# ---- pc_sequencer_flat ----
pc_sequencer_flat/met1.png
Supply wires on this layer in gray.
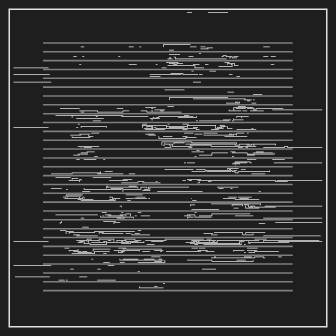

$ cat src/rtl/pc_sequencer_pkg.sv
// Shared types for the PC sequencer: FSM state encoding, jump-condition codes and counter width.
package seq_pkg;
  localparam int PERF_W = 16;

  typedef enum logic [2:0] {
    S_IDLE,
    S_FETCH,
    S_EXEC,
    S_MEM,
    S_DONE
  } state_t;

  localparam logic [1:0] JC_EQ = 2'd0;
  localparam logic [1:0] JC_NE = 2'd1;
  localparam logic [1:0] JC_LT = 2'd2;
  localparam logic [1:0] JC_GE = 2'd3;
endpackage

$ cat src/rtl/pc_sequencer_if.sv
// Sequencer bundle: run control, ROM address, decoder and flag inputs, data-memory handshake, counters.
interface pc_sequencer_if #(parameter int PC_W = 10);
  import seq_pkg::*;

  logic              start;
  logic              done;
  logic              err;
  logic [PC_W-1:0]   pc;
  logic              fetch_en;
  logic              jtype;
  logic              uncond_jmp;
  logic [1:0]        jcond;
  logic              halt;
  logic              rd_mem;
  logic              wr_mem;
  logic              flag_z;
  logic              flag_n;
  logic [PC_W-1:0]   jmp_target;
  logic              mem_req;
  logic              mem_ready;
  logic              commit;
  logic [PERF_W-1:0] retired_cnt;
  logic [PERF_W-1:0] cycle_cnt;

  modport master (
    input  start, jtype, uncond_jmp, jcond, halt, rd_mem, wr_mem,
           flag_z, flag_n, jmp_target, mem_ready,
    output done, err, pc, fetch_en, mem_req, commit, retired_cnt, cycle_cnt
  );

  modport slave (
    output start, jtype, uncond_jmp, jcond, halt, rd_mem, wr_mem,
           flag_z, flag_n, jmp_target, mem_ready,
    input  done, err, pc, fetch_en, mem_req, commit, retired_cnt, cycle_cnt
  );
endinterface

$ cat src/rtl/pc_sequencer_branch_resolve.sv
// Combinational branch decision from decoder jump fields and the registered compare flags.
module branch_resolve
  import seq_pkg::*;
(
  input  logic       i_jtype,
  input  logic       i_uncond_jmp,
  input  logic [1:0] i_jcond,
  input  logic       i_flag_z,
  input  logic       i_flag_n,
  output logic       o_taken
);
  logic w_cond;

  always_comb begin
    w_cond = 1'b0;
    case (i_jcond)
      JC_EQ: w_cond = i_flag_z;
      JC_NE: w_cond = !i_flag_z;
      JC_LT: w_cond = i_flag_n;
      JC_GE: w_cond = !i_flag_n;
    endcase
  end

  assign o_taken = i_jtype & (i_uncond_jmp | w_cond);
endmodule

$ cat src/rtl/pc_sequencer.sv
// Multi-cycle FETCH/EXEC/MEM sequencer owning the PC; 2 cycles per instruction plus MEM wait cycles.
// Optional retired/busy-cycle counters are built only when PC_SEQ_PERF_CNT_EN is defined.
module pc_sequencer
  import seq_pkg::*;
#(
  parameter int              PC_W        = 10,
  parameter logic [PC_W-1:0] START_PC    = '0,
  parameter int              MEM_TIMEOUT = 15
) (
  input  logic           clk,
  input  logic           rst_n,
  pc_sequencer_if.master bus
);
  localparam int              TO_W   = $clog2(MEM_TIMEOUT + 1);
  localparam logic [PC_W-1:0] PC_ONE = 1;
  localparam logic [TO_W-1:0] TO_ONE = 1;
  localparam logic [TO_W-1:0] TO_MAX = TO_W'(MEM_TIMEOUT - 1);

  state_t          r_state;
  logic [PC_W-1:0] r_pc;
  logic [TO_W-1:0] r_timeout;
  logic            r_done;
  logic            r_err;

  logic            w_taken;
  logic            w_is_mem;
  logic            w_commit;
  logic            w_start_ok;
  logic [PC_W-1:0] w_next_pc;

  branch_resolve u_branch_resolve (
    .i_jtype      (bus.jtype),
    .i_uncond_jmp (bus.uncond_jmp),
    .i_jcond      (bus.jcond),
    .i_flag_z     (bus.flag_z),
    .i_flag_n     (bus.flag_n),
    .o_taken      (w_taken)
  );

  assign w_is_mem   = bus.rd_mem | bus.wr_mem;
  // Retirement is decided in the same cycle the instruction completes, so commit is not registered.
  assign w_commit   = ((r_state == S_EXEC) && !bus.halt && !w_is_mem) ||
                      ((r_state == S_MEM) && bus.mem_ready);
  assign w_start_ok = bus.start && ((r_state == S_IDLE) || (r_state == S_DONE));
  assign w_next_pc  = w_taken ? bus.jmp_target : r_pc + PC_ONE;

  always_ff @(posedge clk or negedge rst_n) begin
    if (!rst_n) begin
      r_state   <= S_IDLE;
      r_pc      <= START_PC;
      r_timeout <= '0;
      r_done    <= 1'b0;
      r_err     <= 1'b0;
    end else begin
      case (r_state)
        S_IDLE: if (bus.start) begin
          r_state <= S_FETCH;
          r_pc    <= START_PC;
        end
        S_FETCH: r_state <= S_EXEC;
        S_EXEC: begin
          if (bus.halt) begin
            r_state <= S_DONE;
            r_done  <= 1'b1;
            r_err   <= 1'b0;
          end else if (w_is_mem) begin
            r_state   <= S_MEM;
            r_timeout <= '0;
          end else begin
            r_state <= S_FETCH;
            r_pc    <= w_next_pc;
          end
        end
        S_MEM: begin
          if (bus.mem_ready) begin
            r_state <= S_FETCH;
            r_pc    <= w_next_pc;
          end else if (r_timeout == TO_MAX) begin
            r_state <= S_DONE;
            r_done  <= 1'b1;
            r_err   <= 1'b1;
          end else begin
            r_timeout <= r_timeout + TO_ONE;
          end
        end
        S_DONE: if (bus.start) begin
          r_state <= S_FETCH;
          r_pc    <= START_PC;
          r_done  <= 1'b0;
          r_err   <= 1'b0;
        end
        default: r_state <= S_IDLE;
      endcase
    end
  end

  assign bus.pc       = r_pc;
  assign bus.done     = r_done;
  assign bus.err      = r_err;
  assign bus.fetch_en = (r_state == S_FETCH);
  assign bus.mem_req  = (r_state == S_MEM);
  assign bus.commit   = w_commit;

`ifdef PC_SEQ_PERF_CNT_EN
  localparam logic [PERF_W-1:0] PERF_ONE = 1;

  logic [PERF_W-1:0] r_retired_cnt;
  logic [PERF_W-1:0] r_cycle_cnt;
  logic              w_busy;

  assign w_busy = (r_state == S_FETCH) || (r_state == S_EXEC) || (r_state == S_MEM);

  // Both counters saturate rather than wrap so a long run never reads as a short one.
  always_ff @(posedge clk or negedge rst_n) begin
    if (!rst_n) begin
      r_retired_cnt <= '0;
      r_cycle_cnt   <= '0;
    end else if (w_start_ok) begin
      r_retired_cnt <= '0;
      r_cycle_cnt   <= '0;
    end else begin
      if (w_commit && (r_retired_cnt != '1)) r_retired_cnt <= r_retired_cnt + PERF_ONE;
      if (w_busy && (r_cycle_cnt != '1))     r_cycle_cnt   <= r_cycle_cnt + PERF_ONE;
    end
  end

  assign bus.retired_cnt = r_retired_cnt;
  assign bus.cycle_cnt   = r_cycle_cnt;
`else
  logic w_unused_start_ok;
  assign w_unused_start_ok = w_start_ok;
  assign bus.retired_cnt   = '0;
  assign bus.cycle_cnt     = '0;
`endif
endmodule

$ cat src/flat_wrapper.sv
// flat-port wrapper written by rule: the top's interface ports become plain ports
module pc_sequencer_flat import seq_pkg::*;
#(
  parameter int              PC_W        = 10,
  parameter logic [PC_W-1:0] START_PC    = '0,
  parameter int              MEM_TIMEOUT = 15
)
  (clk, rst_n, bus_start, bus_jtype, bus_uncond_jmp, bus_jcond, bus_halt, bus_rd_mem, bus_wr_mem, bus_flag_z, bus_flag_n, bus_jmp_target, bus_mem_ready, bus_done, bus_err, bus_pc, bus_fetch_en, bus_mem_req, bus_commit, bus_retired_cnt, bus_cycle_cnt);
  pc_sequencer_if #(.PC_W(PC_W)) bus_i ();
  input  logic clk;
  input  logic rst_n;
  input wire logic [$bits(bus_i.start)-1:0] bus_start;
  input wire logic [$bits(bus_i.jtype)-1:0] bus_jtype;
  input wire logic [$bits(bus_i.uncond_jmp)-1:0] bus_uncond_jmp;
  input wire logic [$bits(bus_i.jcond)-1:0] bus_jcond;
  input wire logic [$bits(bus_i.halt)-1:0] bus_halt;
  input wire logic [$bits(bus_i.rd_mem)-1:0] bus_rd_mem;
  input wire logic [$bits(bus_i.wr_mem)-1:0] bus_wr_mem;
  input wire logic [$bits(bus_i.flag_z)-1:0] bus_flag_z;
  input wire logic [$bits(bus_i.flag_n)-1:0] bus_flag_n;
  input wire logic [$bits(bus_i.jmp_target)-1:0] bus_jmp_target;
  input wire logic [$bits(bus_i.mem_ready)-1:0] bus_mem_ready;
  output wire logic [$bits(bus_i.done)-1:0] bus_done;
  output wire logic [$bits(bus_i.err)-1:0] bus_err;
  output wire logic [$bits(bus_i.pc)-1:0] bus_pc;
  output wire logic [$bits(bus_i.fetch_en)-1:0] bus_fetch_en;
  output wire logic [$bits(bus_i.mem_req)-1:0] bus_mem_req;
  output wire logic [$bits(bus_i.commit)-1:0] bus_commit;
  output wire logic [$bits(bus_i.retired_cnt)-1:0] bus_retired_cnt;
  output wire logic [$bits(bus_i.cycle_cnt)-1:0] bus_cycle_cnt;
  assign bus_i.start = bus_start;
  assign bus_i.jtype = bus_jtype;
  assign bus_i.uncond_jmp = bus_uncond_jmp;
  assign bus_i.jcond = bus_jcond;
  assign bus_i.halt = bus_halt;
  assign bus_i.rd_mem = bus_rd_mem;
  assign bus_i.wr_mem = bus_wr_mem;
  assign bus_i.flag_z = bus_flag_z;
  assign bus_i.flag_n = bus_flag_n;
  assign bus_i.jmp_target = bus_jmp_target;
  assign bus_i.mem_ready = bus_mem_ready;
  assign bus_done = bus_i.done;
  assign bus_err = bus_i.err;
  assign bus_pc = bus_i.pc;
  assign bus_fetch_en = bus_i.fetch_en;
  assign bus_mem_req = bus_i.mem_req;
  assign bus_commit = bus_i.commit;
  assign bus_retired_cnt = bus_i.retired_cnt;
  assign bus_cycle_cnt = bus_i.cycle_cnt;
  pc_sequencer #(.PC_W(PC_W), .START_PC(START_PC), .MEM_TIMEOUT(MEM_TIMEOUT)) u_core (.clk(clk), .rst_n(rst_n), .bus(bus_i));
endmodule
$ cat config.mk
export PLATFORM = sky130hd
export DESIGN_NAME = pc_sequencer_flat
export DESIGN_NICKNAME = d
export VERILOG_FILES = /design/src/rtl/pc_sequencer_pkg.sv /design/src/rtl/pc_sequencer_if.sv /design/src/rtl/pc_sequencer_branch_resolve.sv /design/src/rtl/pc_sequencer.sv /design/src/flat_wrapper.sv
export SDC_FILE = /design/constraint.sdc
export NUM_CORES = 1
export LEC_CHECK = 0
export CAP_MARGIN = 10
export CELL_PAD_IN_SITES_DETAIL_PLACEMENT = 1
export CELL_PAD_IN_SITES_GLOBAL_PLACEMENT = 2
export CORE_MARGIN = 10
export CORE_UTILIZATION = 24
export DETAILED_ROUTE_END_ITERATION = 10
export PLACE_DENSITY_LB_ADDON = 0.05
export SLEW_MARGIN = 25
export SYNTH_ARGS = -nofsm -noshare
export SYNTH_HDL_FRONTEND = slang
export SYNTH_SLANG_ARGS = --single-unit
$ cat constraint.sdc
create_clock -name clk -period 3.5 [get_ports clk]
set_input_delay 0.7 -clock clk [delete_from_list [all_inputs] [get_ports clk]]
set_output_delay 0.7 -clock clk [all_outputs]
set_load 0.005 [all_outputs]
# ---- if_fetch_stage_flat ----
[config.mk]
export PLATFORM = sky130hd
export DESIGN_NAME = if_fetch_stage_flat
export DESIGN_NICKNAME = d
export VERILOG_FILES = /design/src/rtl/riscv_pkg.sv /design/src/rtl/if_fetch_stage_if.sv /design/src/rtl/if_fetch_stage_if_id_reg.sv /design/src/rtl/if_fetch_stage.sv /design/src/flat_wrapper.sv
export SDC_FILE = /design/constraint.sdc
export NUM_CORES = 1
export LEC_CHECK = 0
export CORE_ASPECT_RATIO = 1.5
export CORE_UTILIZATION = 45
export DETAILED_ROUTE_END_ITERATION = 12
export HOLD_SLACK_MARGIN = 0.1
export PLACE_DENSITY = 0.78
export SLEW_MARGIN = 20
export SYNTH_ARGS = -nofsm -noshare
export SYNTH_HDL_FRONTEND = slang
export SYNTH_HIERARCHICAL = 1
export SYNTH_SLANG_ARGS = --single-unit
[constraint.sdc]
create_clock -name clk -period 3.6 [get_ports clk]
set_clock_uncertainty 0.1 [all_clocks]
set_input_delay 0.72 -clock clk [delete_from_list [all_inputs] [get_ports clk]]
set_output_delay 0.72 -clock clk [all_outputs]
set_load 0.02 [all_outputs]
[src/rtl/riscv_pkg.sv]
// Shared RISC-V pipeline definitions.
// Provides the datapath widths, the bubble instruction, the fetch-stage
// state encoding and the IF/ID pipeline record. The ID stage reuses the
// IF/ID record.
package riscv_pkg;

    localparam int XLEN = 64;
    localparam int ILEN = 32;
    localparam logic [ILEN-1:0] NOP_INSTR = 32'h0000_0013;

    typedef enum logic [1:0] {
        IDLE  = 2'd0,
        FETCH = 2'd1,
        HOLD  = 2'd2,
        HALT  = 2'd3
    } fetch_state_t;

    typedef struct packed {
        logic            valid;
        logic [XLEN-1:0] pc;
        logic [ILEN-1:0] instr;
    } if_id_t;

endpackage

[src/rtl/if_fetch_stage_if.sv]
// Instruction-memory request/response channel.
//   req   : fetch request, held until valid completes it
//   addr  : fetch address, stable while req=1 and valid=0
//   valid : response valid, completes the outstanding request
//   rdata : fetched instruction word
// master = fetch stage, slave = instruction memory.
interface if_fetch_stage_if;
    import riscv_pkg::*;

    logic            req;
    logic [XLEN-1:0] addr;
    logic            valid;
    logic [ILEN-1:0] rdata;

    modport master (output req, output addr, input valid, input rdata);
    modport slave  (input req, input addr, output valid, output rdata);
endinterface

[src/rtl/if_fetch_stage_if_id_reg.sv]
// IF/ID pipeline register plus one skid entry.
// Ports:
//   clk, reset     : clock, synchronous active-high reset
//   load           : write in_pc/in_instr straight into IF/ID
//   skid_capture   : park in_pc/in_instr in the skid entry
//   skid_pop       : move the skid entry into IF/ID
//   flush          : make IF/ID a bubble and drop the skid entry
//   in_pc/in_instr : incoming fetched word and its PC
//   if_id          : IF/ID record (instr is NOP_INSTR whenever valid=0)
//   skid_valid     : skid entry holds a word
module if_id_reg
    import riscv_pkg::*;
(
    input  logic            clk,
    input  logic            reset,
    input  logic            load,
    input  logic            skid_capture,
    input  logic            skid_pop,
    input  logic            flush,
    input  logic [XLEN-1:0] in_pc,
    input  logic [ILEN-1:0] in_instr,
    output if_id_t          if_id,
    output logic            skid_valid
);

    logic [XLEN-1:0] skid_pc;
    logic [ILEN-1:0] skid_instr;

    always_ff @(posedge clk) begin
        if (reset) begin
            if_id.valid <= 1'b0;
            if_id.pc    <= '0;
            if_id.instr <= NOP_INSTR;
            skid_pc     <= '0;
            skid_instr  <= NOP_INSTR;
            skid_valid  <= 1'b0;
        end else if (flush) begin
            // pc is left as-is; only valid/instr define a bubble
            if_id.valid <= 1'b0;
            if_id.instr <= NOP_INSTR;
            skid_valid  <= 1'b0;
        end else begin
            if (load) begin
                if_id.valid <= 1'b1;
                if_id.pc    <= in_pc;
                if_id.instr <= in_instr;
            end else if (skid_pop) begin
                if_id.valid <= 1'b1;
                if_id.pc    <= skid_pc;
                if_id.instr <= skid_instr;
                skid_valid  <= 1'b0;
            end
            if (skid_capture) begin
                skid_pc    <= in_pc;
                skid_instr <= in_instr;
                skid_valid <= 1'b1;
            end
        end
    end

endmodule

[src/rtl/if_fetch_stage.sv]
// Instruction-fetch stage: PC register, single-outstanding imem handshake,
// IF/ID load with one skid entry, branch redirect with in-flight kill.
//
// state | meaning
// IDLE  | one quiet cycle after reset, no request
// FETCH | request pc (or the killed address) and wait for the response
// HOLD  | decode stalled with a fetched word parked in the skid entry
// HALT  | misaligned redirect target seen; only reset leaves
//
// Ports:
//   clk, reset          : clock, synchronous active-high reset
//   redirect_valid/_pc  : taken branch from EX and its target
//   stall               : IF/ID must hold
//   imem                : instruction-memory channel (master side)
//   if_id_valid/_pc/_instr : IF/ID pipeline register
//   pc                  : current fetch PC
//   misaligned_trap     : sticky, redirect target not 4-byte aligned
module if_fetch_stage
    import riscv_pkg::*;
#(
    parameter logic [XLEN-1:0] RESET_PC = 64'd0,
    parameter int              PC_STEP  = 4
)(
    input  logic                     clk,
    input  logic                     reset,
    input  logic                     redirect_valid,
    input  logic [XLEN-1:0]          redirect_pc,
    input  logic                     stall,
    if_fetch_stage_if.master         imem,
    output logic                     if_id_valid,
    output logic [XLEN-1:0]          if_id_pc,
    output logic [ILEN-1:0]          if_id_instr,
    output logic [XLEN-1:0]          pc,
    output logic                     misaligned_trap
);

    fetch_state_t    state;
    logic            req_q;
    logic            kill;
    logic [XLEN-1:0] kill_addr;
    logic [XLEN-1:0] pc_next_seq;
    logic            redirect_take;
    logic            fetch_done;
    logic            load;
    logic            skid_capture;
    logic            skid_pop;
    logic            flush;
    logic            skid_valid;
    if_id_t          if_id;

    // While a killed response is outstanding the old address must stay on
    // the bus; pc already holds the redirect target.
    assign imem.req  = req_q;
    assign imem.addr = kill ? kill_addr : pc;

    assign pc_next_seq   = pc + XLEN'(PC_STEP);
    assign redirect_take = redirect_valid && (state != HALT);
    assign fetch_done    = (state == FETCH) && imem.valid && !kill && !redirect_take;

    assign load         = fetch_done && !stall;
    assign skid_capture = fetch_done && stall;
    assign skid_pop     = !redirect_take && (state == HOLD) && !stall && skid_valid;
    assign flush        = redirect_take || (state == HALT);

    always_ff @(posedge clk) begin
        if (reset) begin
            state           <= IDLE;
            req_q           <= 1'b0;
            pc              <= RESET_PC;
            kill            <= 1'b0;
            kill_addr       <= '0;
            misaligned_trap <= 1'b0;
        end else if (redirect_take) begin
            pc <= redirect_pc;
            // A response arriving in this cycle is simply dropped; only a
            // still-pending request needs killing.
            kill <= (state == FETCH) && !imem.valid;
            if (!kill) begin
                kill_addr <= pc;
            end
            if (redirect_pc[1:0] != 2'b00) begin
                misaligned_trap <= 1'b1;
                state           <= HALT;
                req_q           <= 1'b0;
            end else begin
                state <= FETCH;
                req_q <= 1'b1;
            end
        end else begin
            case (state)
                IDLE: begin
                    state <= FETCH;
                    req_q <= 1'b1;
                end
                FETCH: begin
                    if (imem.valid) begin
                        if (kill) begin
                            kill <= 1'b0;
                        end else begin
                            pc <= pc_next_seq;
                            if (stall) begin
                                state <= HOLD;
                                req_q <= 1'b0;
                            end
                        end
                    end
                end
                HOLD: begin
                    if (!stall) begin
                        state <= FETCH;
                        req_q <= 1'b1;
                    end
                end
                HALT: begin
                    req_q <= 1'b0;
                end
                default: begin
                    state <= IDLE;
                    req_q <= 1'b0;
                end
            endcase
        end
    end

    if_id_reg u_if_id_reg (
        .clk          (clk),
        .reset        (reset),
        .load         (load),
        .skid_capture (skid_capture),
        .skid_pop     (skid_pop),
        .flush        (flush),
        .in_pc        (pc),
        .in_instr     (imem.rdata),
        .if_id        (if_id),
        .skid_valid   (skid_valid)
    );

    assign if_id_valid = if_id.valid;
    assign if_id_pc    = if_id.pc;
    assign if_id_instr = if_id.instr;

endmodule

[src/flat_wrapper.sv]
// flat-port wrapper written by rule: the top's interface ports become plain ports
module if_fetch_stage_flat import riscv_pkg::*;
#(
    parameter logic [XLEN-1:0] RESET_PC = 64'd0,
    parameter int              PC_STEP  = 4
)
  (clk, reset, redirect_valid, redirect_pc, stall, if_id_valid, if_id_pc, if_id_instr, pc, misaligned_trap, imem_req, imem_addr, imem_valid, imem_rdata);
  if_fetch_stage_if imem_i ();
  input  logic clk;
  input  logic reset;
  input  logic redirect_valid;
  input  logic [XLEN-1:0] redirect_pc;
  input  logic stall;
  output logic if_id_valid;
  output logic [XLEN-1:0] if_id_pc;
  output logic [ILEN-1:0] if_id_instr;
  output logic [XLEN-1:0] pc;
  output logic misaligned_trap;
  output wire logic [$bits(imem_i.req)-1:0] imem_req;
  output wire logic [$bits(imem_i.addr)-1:0] imem_addr;
  input wire logic [$bits(imem_i.valid)-1:0] imem_valid;
  input wire logic [$bits(imem_i.rdata)-1:0] imem_rdata;
  assign imem_req = imem_i.req;
  assign imem_addr = imem_i.addr;
  assign imem_i.valid = imem_valid;
  assign imem_i.rdata = imem_rdata;
  if_fetch_stage #(.RESET_PC(RESET_PC), .PC_STEP(PC_STEP)) u_core (.clk(clk), .reset(reset), .redirect_valid(redirect_valid), .redirect_pc(redirect_pc), .stall(stall), .imem(imem_i), .if_id_valid(if_id_valid), .if_id_pc(if_id_pc), .if_id_instr(if_id_instr), .pc(pc), .misaligned_trap(misaligned_trap));
endmodule
# ---- cnn_relu_pool_flat ----
### src/rtl/cnn_pkg.sv
//==============================================================================
// Module : cnn_pkg
// Brief  : Shared widths, map geometry and saturation limit for the CNN
//          post-accumulation stage.
// Rev    : 1.0  initial release
//==============================================================================
`default_nettype none

package cnn_pkg;

  localparam int ACI_BW   = 21;
  localparam int B_BW     = 16;
  localparam int O_F_BW   = 8;
  localparam int SHIFT    = 7;
  localparam int IN_X     = 24;
  localparam int IN_Y     = 24;

  localparam int FMAP_MAX = (2 ** O_F_BW) - 1;
  localparam int OUT_X    = IN_X / 2;
  localparam int OUT_Y    = IN_Y / 2;

endpackage

`default_nettype wire

### src/rtl/cnn_relu_pool_if.sv
//==============================================================================
// Module : cnn_relu_pool_if
// Brief  : Accumulator-in / pooled-pixel-out bundle for cnn_relu_pool.
// Rev    : 1.0  initial release
//==============================================================================
`default_nettype none

interface cnn_relu_pool_if #(
  parameter int ACI_BW = cnn_pkg::ACI_BW,
  parameter int B_BW   = cnn_pkg::B_BW,
  parameter int O_F_BW = cnn_pkg::O_F_BW
);

  logic signed [B_BW-1:0]   i_bias;
  logic                     i_in_valid;
  logic signed [ACI_BW-1:0] i_ci_acc;
  logic                     o_ot_valid;
  logic [O_F_BW-1:0]        o_ot_fmap;
  logic                     o_frame_done;

  modport master (
    output i_bias, i_in_valid, i_ci_acc,
    input  o_ot_valid, o_ot_fmap, o_frame_done
  );

  modport slave (
    input  i_bias, i_in_valid, i_ci_acc,
    output o_ot_valid, o_ot_fmap, o_frame_done
  );

endinterface

`default_nettype wire

### src/rtl/cnn_requant.sv
//==============================================================================
// Module : cnn_requant
// Brief  : Input capture, bias add, ReLU, arithmetic shift and saturation to
//          an unsigned feature byte, with a valid carried alongside the data.
// Rev    : 1.0  initial release
//==============================================================================
`default_nettype none

module cnn_requant #(
  parameter int ACI_BW = cnn_pkg::ACI_BW,
  parameter int B_BW   = cnn_pkg::B_BW,
  parameter int O_F_BW = cnn_pkg::O_F_BW,
  parameter int SHIFT  = cnn_pkg::SHIFT
) (
  input  logic                     clk,
  input  logic                     reset,
  input  logic                     i_valid,
  input  logic signed [ACI_BW-1:0] i_acc,
  input  logic signed [B_BW-1:0]   i_bias,
  output logic                     o_valid,
  output logic [O_F_BW-1:0]        o_q
);

  import cnn_pkg::*;

  localparam int c_sum_bw = ((ACI_BW > B_BW) ? ACI_BW : B_BW) + 1;

  if (O_F_BW >= c_sum_bw) begin : g_chk_out_bw
    $error("cnn_requant: O_F_BW must be narrower than the bias-add sum");
  end

  logic                       r_in_valid;
  logic signed [ACI_BW-1:0]   r_acc;
  logic                       r_sum_valid;
  logic signed [c_sum_bw-1:0] r_sum;
  logic                       r_q_valid;
  logic [O_F_BW-1:0]          r_q;
  logic signed [c_sum_bw-1:0] w_shifted;
  logic [O_F_BW-1:0]          w_q;

  // Input capture isolates the accumulator's output timing from the adder.
  always_ff @(posedge clk) begin
    if (reset) begin
      r_in_valid  <= 1'b0;
      r_acc       <= '0;
      r_sum_valid <= 1'b0;
      r_sum       <= '0;
      r_q_valid   <= 1'b0;
      r_q         <= '0;
    end else begin
      r_in_valid  <= i_valid;
      if (i_valid) r_acc <= i_acc;
      r_sum_valid <= r_in_valid;
      if (r_in_valid) r_sum <= c_sum_bw'(r_acc) + c_sum_bw'(i_bias);
      r_q_valid   <= r_sum_valid;
      if (r_sum_valid) r_q <= w_q;
    end
  end

  always_comb begin
    w_shifted = r_sum >>> SHIFT;
    w_q       = w_shifted[O_F_BW-1:0];
    if (r_sum[c_sum_bw-1]) begin
      w_q = '0;
    end else if (|w_shifted[c_sum_bw-1:O_F_BW]) begin
      w_q = '1;
    end
  end

  assign o_valid = r_q_valid;
  assign o_q     = r_q;

endmodule

`default_nettype wire

### src/rtl/cnn_relu_pool.sv
//==============================================================================
// Module : cnn_relu_pool
// Brief  : Bias/ReLU/requant followed by 2x2 stride-2 max pooling over one
//          raster-ordered feature map.
// Rev    : 1.0  initial release
//==============================================================================
`default_nettype none

module cnn_relu_pool #(
  parameter int ACI_BW = cnn_pkg::ACI_BW,
  parameter int B_BW   = cnn_pkg::B_BW,
  parameter int O_F_BW = cnn_pkg::O_F_BW,
  parameter int SHIFT  = cnn_pkg::SHIFT,
  parameter int IN_X   = cnn_pkg::IN_X,
  parameter int IN_Y   = cnn_pkg::IN_Y
) (
  input  logic           clk,
  input  logic           reset,
  cnn_relu_pool_if.slave bus
);

  import cnn_pkg::*;

  localparam int c_x_bw  = $clog2(IN_X);
  localparam int c_y_bw  = $clog2(IN_Y);
  localparam int c_lb_n  = IN_X / 2;
  localparam int c_lb_aw = (c_lb_n > 1) ? $clog2(c_lb_n) : 1;
  localparam logic [c_x_bw-1:0] c_x_last = c_x_bw'(IN_X - 1);
  localparam logic [c_y_bw-1:0] c_y_last = c_y_bw'(IN_Y - 1);

  if ((IN_X % 2) != 0 || IN_X < 2) begin : g_chk_in_x
    $error("cnn_relu_pool: IN_X must be even and non-zero");
  end
  if ((IN_Y % 2) != 0 || IN_Y < 2) begin : g_chk_in_y
    $error("cnn_relu_pool: IN_Y must be even and non-zero");
  end
  if (SHIFT >= ACI_BW) begin : g_chk_shift
    $error("cnn_relu_pool: SHIFT must be smaller than ACI_BW");
  end

  logic                w_q_valid;
  logic [O_F_BW-1:0]   w_q;
  logic [c_x_bw-1:0]   r_x;
  logic [c_y_bw-1:0]   r_y;
  logic [O_F_BW-1:0]   r_hold;
  logic [O_F_BW-1:0]   r_lbuf [c_lb_n];
  logic [c_lb_aw-1:0]  w_lidx;
  logic [O_F_BW-1:0]   w_above;
  logic [O_F_BW-1:0]   w_m;
  logic [O_F_BW-1:0]   w_pool;
  logic                w_last_x;
  logic                w_last_y;
  logic                r_ot_valid;
  logic [O_F_BW-1:0]   r_fmap;
  logic                r_frame_done;

  cnn_requant #(
    .ACI_BW (ACI_BW),
    .B_BW   (B_BW),
    .O_F_BW (O_F_BW),
    .SHIFT  (SHIFT)
  ) u_requant (
    .clk     (clk),
    .reset   (reset),
    .i_valid (bus.i_in_valid),
    .i_acc   (bus.i_ci_acc),
    .i_bias  (bus.i_bias),
    .o_valid (w_q_valid),
    .o_q     (w_q)
  );

  always_comb begin
    w_lidx   = c_lb_aw'(r_x >> 1);
    w_above  = r_lbuf[w_lidx];
    w_m      = (r_hold > w_q) ? r_hold : w_q;
    w_pool   = (w_above > w_m) ? w_above : w_m;
    w_last_x = (r_x == c_x_last);
    w_last_y = (r_y == c_y_last);
  end

  always_ff @(posedge clk) begin
    if (reset) begin
      r_x          <= '0;
      r_y          <= '0;
      r_hold       <= '0;
      r_ot_valid   <= 1'b0;
      r_fmap       <= '0;
      r_frame_done <= 1'b0;
    end else begin
      r_ot_valid   <= 1'b0;
      r_frame_done <= 1'b0;
      if (w_q_valid) begin
        if (!r_x[0]) begin
          r_hold <= w_q;
        end else if (r_y[0]) begin
          r_fmap       <= w_pool;
          r_ot_valid   <= 1'b1;
          r_frame_done <= w_last_x && w_last_y;
        end
        if (w_last_x) begin
          r_x <= '0;
          r_y <= w_last_y ? '0 : r_y + c_y_bw'(1);
        end else begin
          r_x <= r_x + c_x_bw'(1);
        end
      end
    end
  end

  // Every entry is rewritten in an even row before the odd row reads it, so no reset is needed.
  always_ff @(posedge clk) begin
    if (w_q_valid && r_x[0] && !r_y[0]) begin
      r_lbuf[w_lidx] <= w_m;
    end
  end

  assign bus.o_ot_valid   = r_ot_valid;
  assign bus.o_ot_fmap    = r_fmap;
  assign bus.o_frame_done = r_frame_done;

endmodule

`default_nettype wire

### src/flat_wrapper.sv
// flat-port wrapper written by rule: the top's interface ports become plain ports
module cnn_relu_pool_flat import cnn_pkg::*;
#(
  parameter int ACI_BW = cnn_pkg::ACI_BW,
  parameter int B_BW   = cnn_pkg::B_BW,
  parameter int O_F_BW = cnn_pkg::O_F_BW,
  parameter int SHIFT  = cnn_pkg::SHIFT,
  parameter int IN_X   = cnn_pkg::IN_X,
  parameter int IN_Y   = cnn_pkg::IN_Y
)
  (clk, reset, bus_i_bias, bus_i_in_valid, bus_i_ci_acc, bus_o_ot_valid, bus_o_ot_fmap, bus_o_frame_done);
  cnn_relu_pool_if #(.ACI_BW(ACI_BW), .B_BW(B_BW), .O_F_BW(O_F_BW)) bus_i ();
  input  logic clk;
  input  logic reset;
  input wire logic [$bits(bus_i.i_bias)-1:0] bus_i_bias;
  input wire logic [$bits(bus_i.i_in_valid)-1:0] bus_i_in_valid;
  input wire logic [$bits(bus_i.i_ci_acc)-1:0] bus_i_ci_acc;
  output wire logic [$bits(bus_i.o_ot_valid)-1:0] bus_o_ot_valid;
  output wire logic [$bits(bus_i.o_ot_fmap)-1:0] bus_o_ot_fmap;
  output wire logic [$bits(bus_i.o_frame_done)-1:0] bus_o_frame_done;
  assign bus_i.i_bias = bus_i_bias;
  assign bus_i.i_in_valid = bus_i_in_valid;
  assign bus_i.i_ci_acc = bus_i_ci_acc;
  assign bus_o_ot_valid = bus_i.o_ot_valid;
  assign bus_o_ot_fmap = bus_i.o_ot_fmap;
  assign bus_o_frame_done = bus_i.o_frame_done;
  cnn_relu_pool #(.ACI_BW(ACI_BW), .B_BW(B_BW), .O_F_BW(O_F_BW), .SHIFT(SHIFT), .IN_X(IN_X), .IN_Y(IN_Y)) u_core (.clk(clk), .reset(reset), .bus(bus_i));
endmodule
### config.mk
export PLATFORM = sky130hd
export DESIGN_NAME = cnn_relu_pool_flat
export DESIGN_NICKNAME = d
export VERILOG_FILES = /design/src/rtl/cnn_pkg.sv /design/src/rtl/cnn_relu_pool_if.sv /design/src/rtl/cnn_requant.sv /design/src/rtl/cnn_relu_pool.sv /design/src/flat_wrapper.sv
export SDC_FILE = /design/constraint.sdc
export NUM_CORES = 1
export LEC_CHECK = 0
export CORE_MARGIN = 5
export CORE_UTILIZATION = 60
export CTS_BUF_LIST = sky130_fd_sc_hd__clkbuf_2
export DETAILED_ROUTE_END_ITERATION = 10
export GPL_TIMING_DRIVEN = 0
export PLACE_DENSITY = 0.8
export SETUP_SLACK_MARGIN = 0.3
export SLEW_MARGIN = 10
export SYNTH_ARGS = -nofsm -noshare
export SYNTH_HDL_FRONTEND = slang
export SYNTH_HIERARCHICAL = 1
export SYNTH_SLANG_ARGS = --single-unit
### constraint.sdc
create_clock -name clk -period 3.9 [get_ports clk]
set_input_delay 1.17 -clock clk [delete_from_list [all_inputs] [get_ports clk]]
set_output_delay 1.17 -clock clk [all_outputs]
set_load 0.005 [all_outputs]

## Gallery

Met2 routing.
(a)
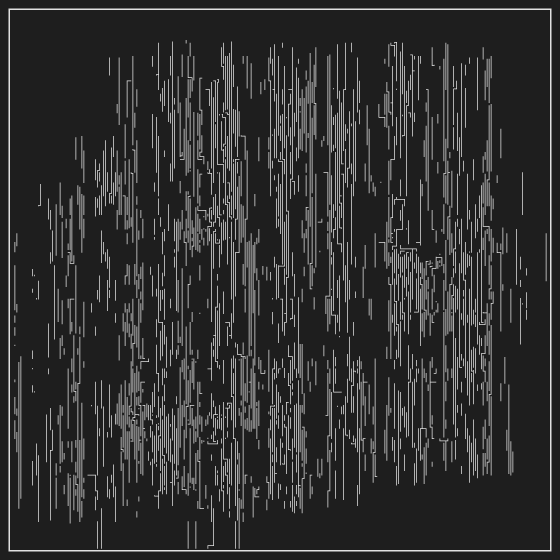
(b)
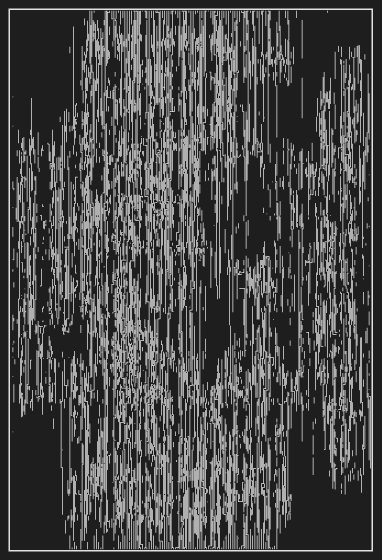
(c)
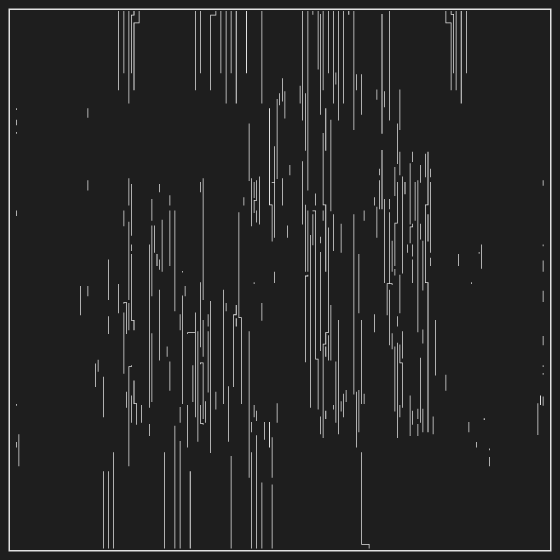
(a) -> cnn_relu_pool_flat
(c) -> pc_sequencer_flat
(b) -> if_fetch_stage_flat

if_fetch_stage_flat/met1.png
Supply wires on this layer in gray.
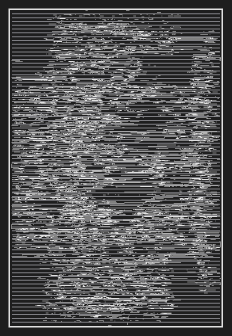
1931 nets have wire on it. The wires run mostly horizontal. The layer holds 38% of the routed length.

if_fetch_stage_flat/met3.png
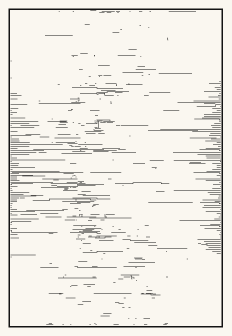
The layer carries 3570 um of wire. The wires run mostly horizontal.

==> impl_metrics.xml, if_fetch_stage_flat <==
<?xml version="1.0" encoding="UTF-8"?>
<metrics>
  <group name="yosys">
    <metric name="postSynth.asyncResetShare" unit="">0</metric>
    <metric name="synthesized_instance_count" unit="">1770</metric>
    <metric name="synth-xor-area-share" unit="">0.005830</metric>
    <metric name="synth_area_in_compound_gates" unit="">0.1827</metric>
  </group>
  <group name="worst_setup_path">
    <metric name="cp_top_family" unit="">buffers and inverters</metric>
    <metric name="worstSetupEndpointType" unit="">primary output</metric>
    <metric name="timing_worst_setup_path_type" unit="">register to primary output</metric>
  </group>
  <group name="sta">
    <metric name="hold-worst-slack" unit="ps">351.8</metric>
  </group>
  <group name="floorplan">
    <metric name="design.portCount" unit="">328</metric>
    <metric name="coreArea" unit="mm^2">0.03274</metric>
  </group>
  <group name="power">
    <metric name="seq-power" unit="mW">3.92</metric>
    <metric name="comb_power_share" unit="">0.139</metric>
    <metric name="power.switching" unit="mW">2.311</metric>
  </group>
  <group name="route">
    <metric name="wl_per_cell" unit="um">20.15</metric>
  </group>
  <group name="outcome">
    <metric name="status" unit="">finished, final reports clean</metric>
  </group>
  <group name="clocking">
    <metric name="clkTransAtPathRegs" unit="ps">60</metric>
  </group>
</metrics>
## if_fetch_stage_flat: Yosys cell counts (all sizes together), types with 4 or more instances
cell type  count
a211oi        12
a21oi        184
a22o           4
a22oi         21
a31oi         28
and3          18
and4           7
buf           45
clkbuf        98
dfxtp        327
inv            8
mux2          62
mux2i         97
nand2        425
nand2b         7
nand3         38
nand4         33
nor2          46
nor2b         30
nor3          19
nor4          17
o211ai        26
o21ai         42
o2bb2ai       64
o31ai          4
or2           10
or3           17
or4           20
xnor2          4
xor2           6
## if_fetch_stage_flat: layer usage
layer,vias to the layer above,wire length [um]
li1,6839,-
met5,-,0
met1,6946,19030
met2,647,24700
met3,160,3568
met4,0,2824
## if_fetch_stage_flat: final cells by class
type | count | area, um^2 | area share
Sequential cell | 327 | 6550 | 0.3294
Antenna cell | 7 | 17.52 | 0.0008810
Clock buffer | 53 | 1056 | 0.05311
Timing Repair Buffer | 380 | 3775 | 0.1899
Clock inverter | 6 | 55.05 | 0.002769
Multi-Input combinational cell | 1292 | 7880 | 0.3963
Inverter | 8 | 30.03 | 0.001510
Tap cell | 415 | 519.2 | 0.02612
cnn_relu_pool_flat/final_clocks.png
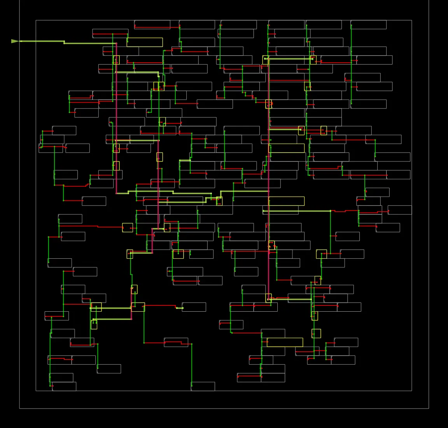
Skew-Pair Late Insertion Delay: 730 ps
worst clock skew: 40.63 ps

cnn_relu_pool_flat/met1.png
Supply wires on this layer in gray.
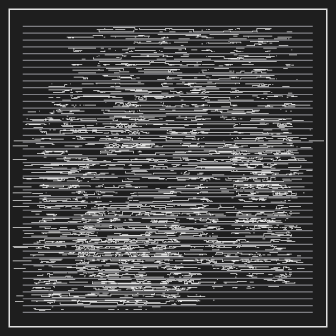
The layer holds 45% of the routed length. 775 nets have wire on it. The layer carries 7820 um of wire. The wires run mostly horizontal.

==> impl_metrics.xml, cnn_relu_pool_flat <==
<?xml version="1.0" encoding="UTF-8"?>
<metrics>
  <group name="yosys">
    <metric name="synth_warnings" unit="">6</metric>
    <metric name="common_cells" unit="">edfxtp_1, dfxtp_1, nor2_1</metric>
    <metric name="yosys.area_share.adder" unit="">0.05865</metric>
    <metric name="yosysTopAreaCell" unit="">edfxtp_1</metric>
    <metric name="synth-edff-count" unit="">96</metric>
  </group>
  <group name="global_routing">
    <metric name="grt_antenna_before_repair" unit="">0</metric>
  </group>
  <group name="sta">
    <metric name="hold-worst-slack" unit="ps">493.6</metric>
    <metric name="worst_slack" unit="ps">443.7</metric>
    <metric name="finalSetupViolations" unit="">0</metric>
    <metric name="final.period_utilization" unit="">0.8862</metric>
  </group>
  <group name="route">
    <metric name="routed-wl-met2" unit="um">7946</metric>
  </group>
  <group name="outcome">
    <metric name="status" unit="">finished, final reports clean</metric>
  </group>
  <group name="layout">
    <metric name="final_cell_area" unit="mm^2">0.009146</metric>
  </group>
  <group name="flow_run">
    <metric name="drv.max_cap_violation_count" unit="">0</metric>
  </group>
  <group name="power">
    <metric name="vdd.ir_drop.worst" unit="uV">165.4</metric>
  </group>
  <group name="worst_setup_path">
    <metric name="cp_top_family" unit="">simple AND/OR/NAND/NOR gates</metric>
  </group>
</metrics>
[cnn_relu_pool_flat: worst paths after layout]
check	cells past startpoint	slack [ps]	endpoint	startpoint
max	14	440	u_core/bus.o_ot_fmap[7]	u_core/u_requant/o_q[7]
min	2	490	u_core/r_hold[2]	u_core/r_hold[2]
max reg2reg	14	440	u_core/bus.o_ot_fmap[7]	u_core/u_requant/o_q[7]
min reg2reg	2	490	u_core/r_hold[2]	u_core/r_hold[2]
[cnn_relu_pool_flat: kinds of logic after synthesis]
group / Yosys count
AND-OR/OR-AND: 112
XOR/XNOR: 10
adder cells (fa/ha/maj): 38
buffers and inverters: 66
flip-flops: 175
multiplexers: 75
AND/OR/NAND/NOR: 196
[cnn_relu_pool_flat: area by class of cell]
| type | instances | area (um^2) |
|---|---|---|
| well taps | 176 | 220.2 |
| plain buffers | 29 | 155.1 |
| clock inverters | 12 | 182.7 |
| clock buffers | 20 | 100.1 |
| fillers | 965 | 4096 |
| inverters | 37 | 138.9 |
| multi-input cells | 431 | 3376 |
| flip-flops and latches | 175 | 4466 |
| repair buffers | 50 | 508.0 |
[cnn_relu_pool_flat: worst min-delay path, stage by stage (launching register included)]
cell	delay [ps]
dfxtp_1	370
nand2_1	60
a21oi_1	50
pc_sequencer_flat/met3.png
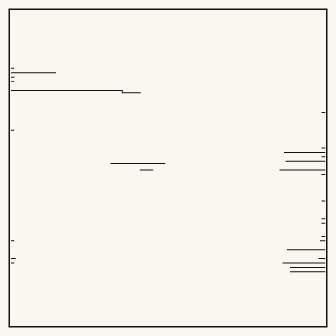
The longest straight run is 34.0 um. 27 nets have wire on it. The wires run mostly horizontal. The layer holds 4.0% of the routed length.

About pc_sequencer_flat/met1.png:
The layer holds 43% of the routed length. The longest straight run is 23.9 um. The layer carries 1840 um of wire.

==> impl_metrics.xml, pc_sequencer_flat <==
<?xml version="1.0" encoding="UTF-8"?>
<metrics>
  <group name="global_routing">
    <metric name="grt_util_met2" unit="">0.1574</metric>
    <metric name="grt_use_met3" unit="">0.02774</metric>
    <metric name="grt_met1_usage" unit="">0.09910</metric>
  </group>
  <group name="yosys">
    <metric name="logic_family" unit="">buffers and inverters</metric>
    <metric name="unique_cell_types" unit="">39</metric>
  </group>
  <group name="clocking">
    <metric name="cts.hold.buffers_added" unit="">0</metric>
    <metric name="max-clock-path-buffers" unit="">2</metric>
  </group>
  <group name="power">
    <metric name="comb_power_share" unit="">0.434</metric>
    <metric name="power.switching" unit="uW">363.6</metric>
  </group>
  <group name="route">
    <metric name="wirelength" unit="um">4274</metric>
    <metric name="detailedRoute.firstIterationViolations" unit="">15</metric>
  </group>
  <group name="placement">
    <metric name="dpl_worst_slack" unit="ps">520.3</metric>
    <metric name="post-place-cells" unit="">274</metric>
  </group>
  <group name="outcome">
    <metric name="status" unit="">finished, final reports clean</metric>
  </group>
  <group name="worst_setup_path">
    <metric name="critical_path_peak_fanout" unit="">10</metric>
  </group>
</metrics>
==> pc_sequencer_flat: power by group through the flow <==
stage               sequential [mW]  clock (mW)  combinational [mW]
finish                        0.375       0.160               0.410
floorplan                     0.351           0               0.267
global route                  0.392       0.179               0.463
detailed placement            0.382           0               0.417
global placement              0.376           0               0.414
CTS                           0.377       0.165               0.419
==> pc_sequencer_flat: layout make-up <==
type | count | area (um^2)
clock buffers | 4 | 45.04
fillers | 699 | 4055
inverters | 11 | 41.29
multi-input cells | 131 | 767.0
flip-flops and latches | 19 | 475.5
well taps | 75 | 93.84
repair buffers | 38 | 372.9
==> pc_sequencer_flat: critical path, stage by stage <==
cell	delay (ps)
clkdlybuf4s50_1	430
nor4_1	280
o21ai_1	120
inv_2	180
clkdlybuf4s50_1	550
==> pc_sequencer_flat: cell families after synthesis <==
kind of cell             Yosys count
AND/OR/NAND/NOR                   52
buffers and inverters             46
AND-OR/OR-AND                     32
flip-flops                        19
multiplexers                      10
adder cells (fa/ha/maj)            3
XOR/XNOR                           2
other                              1

Power figures rest on the tool's default switching activity, not on a simulated workload.
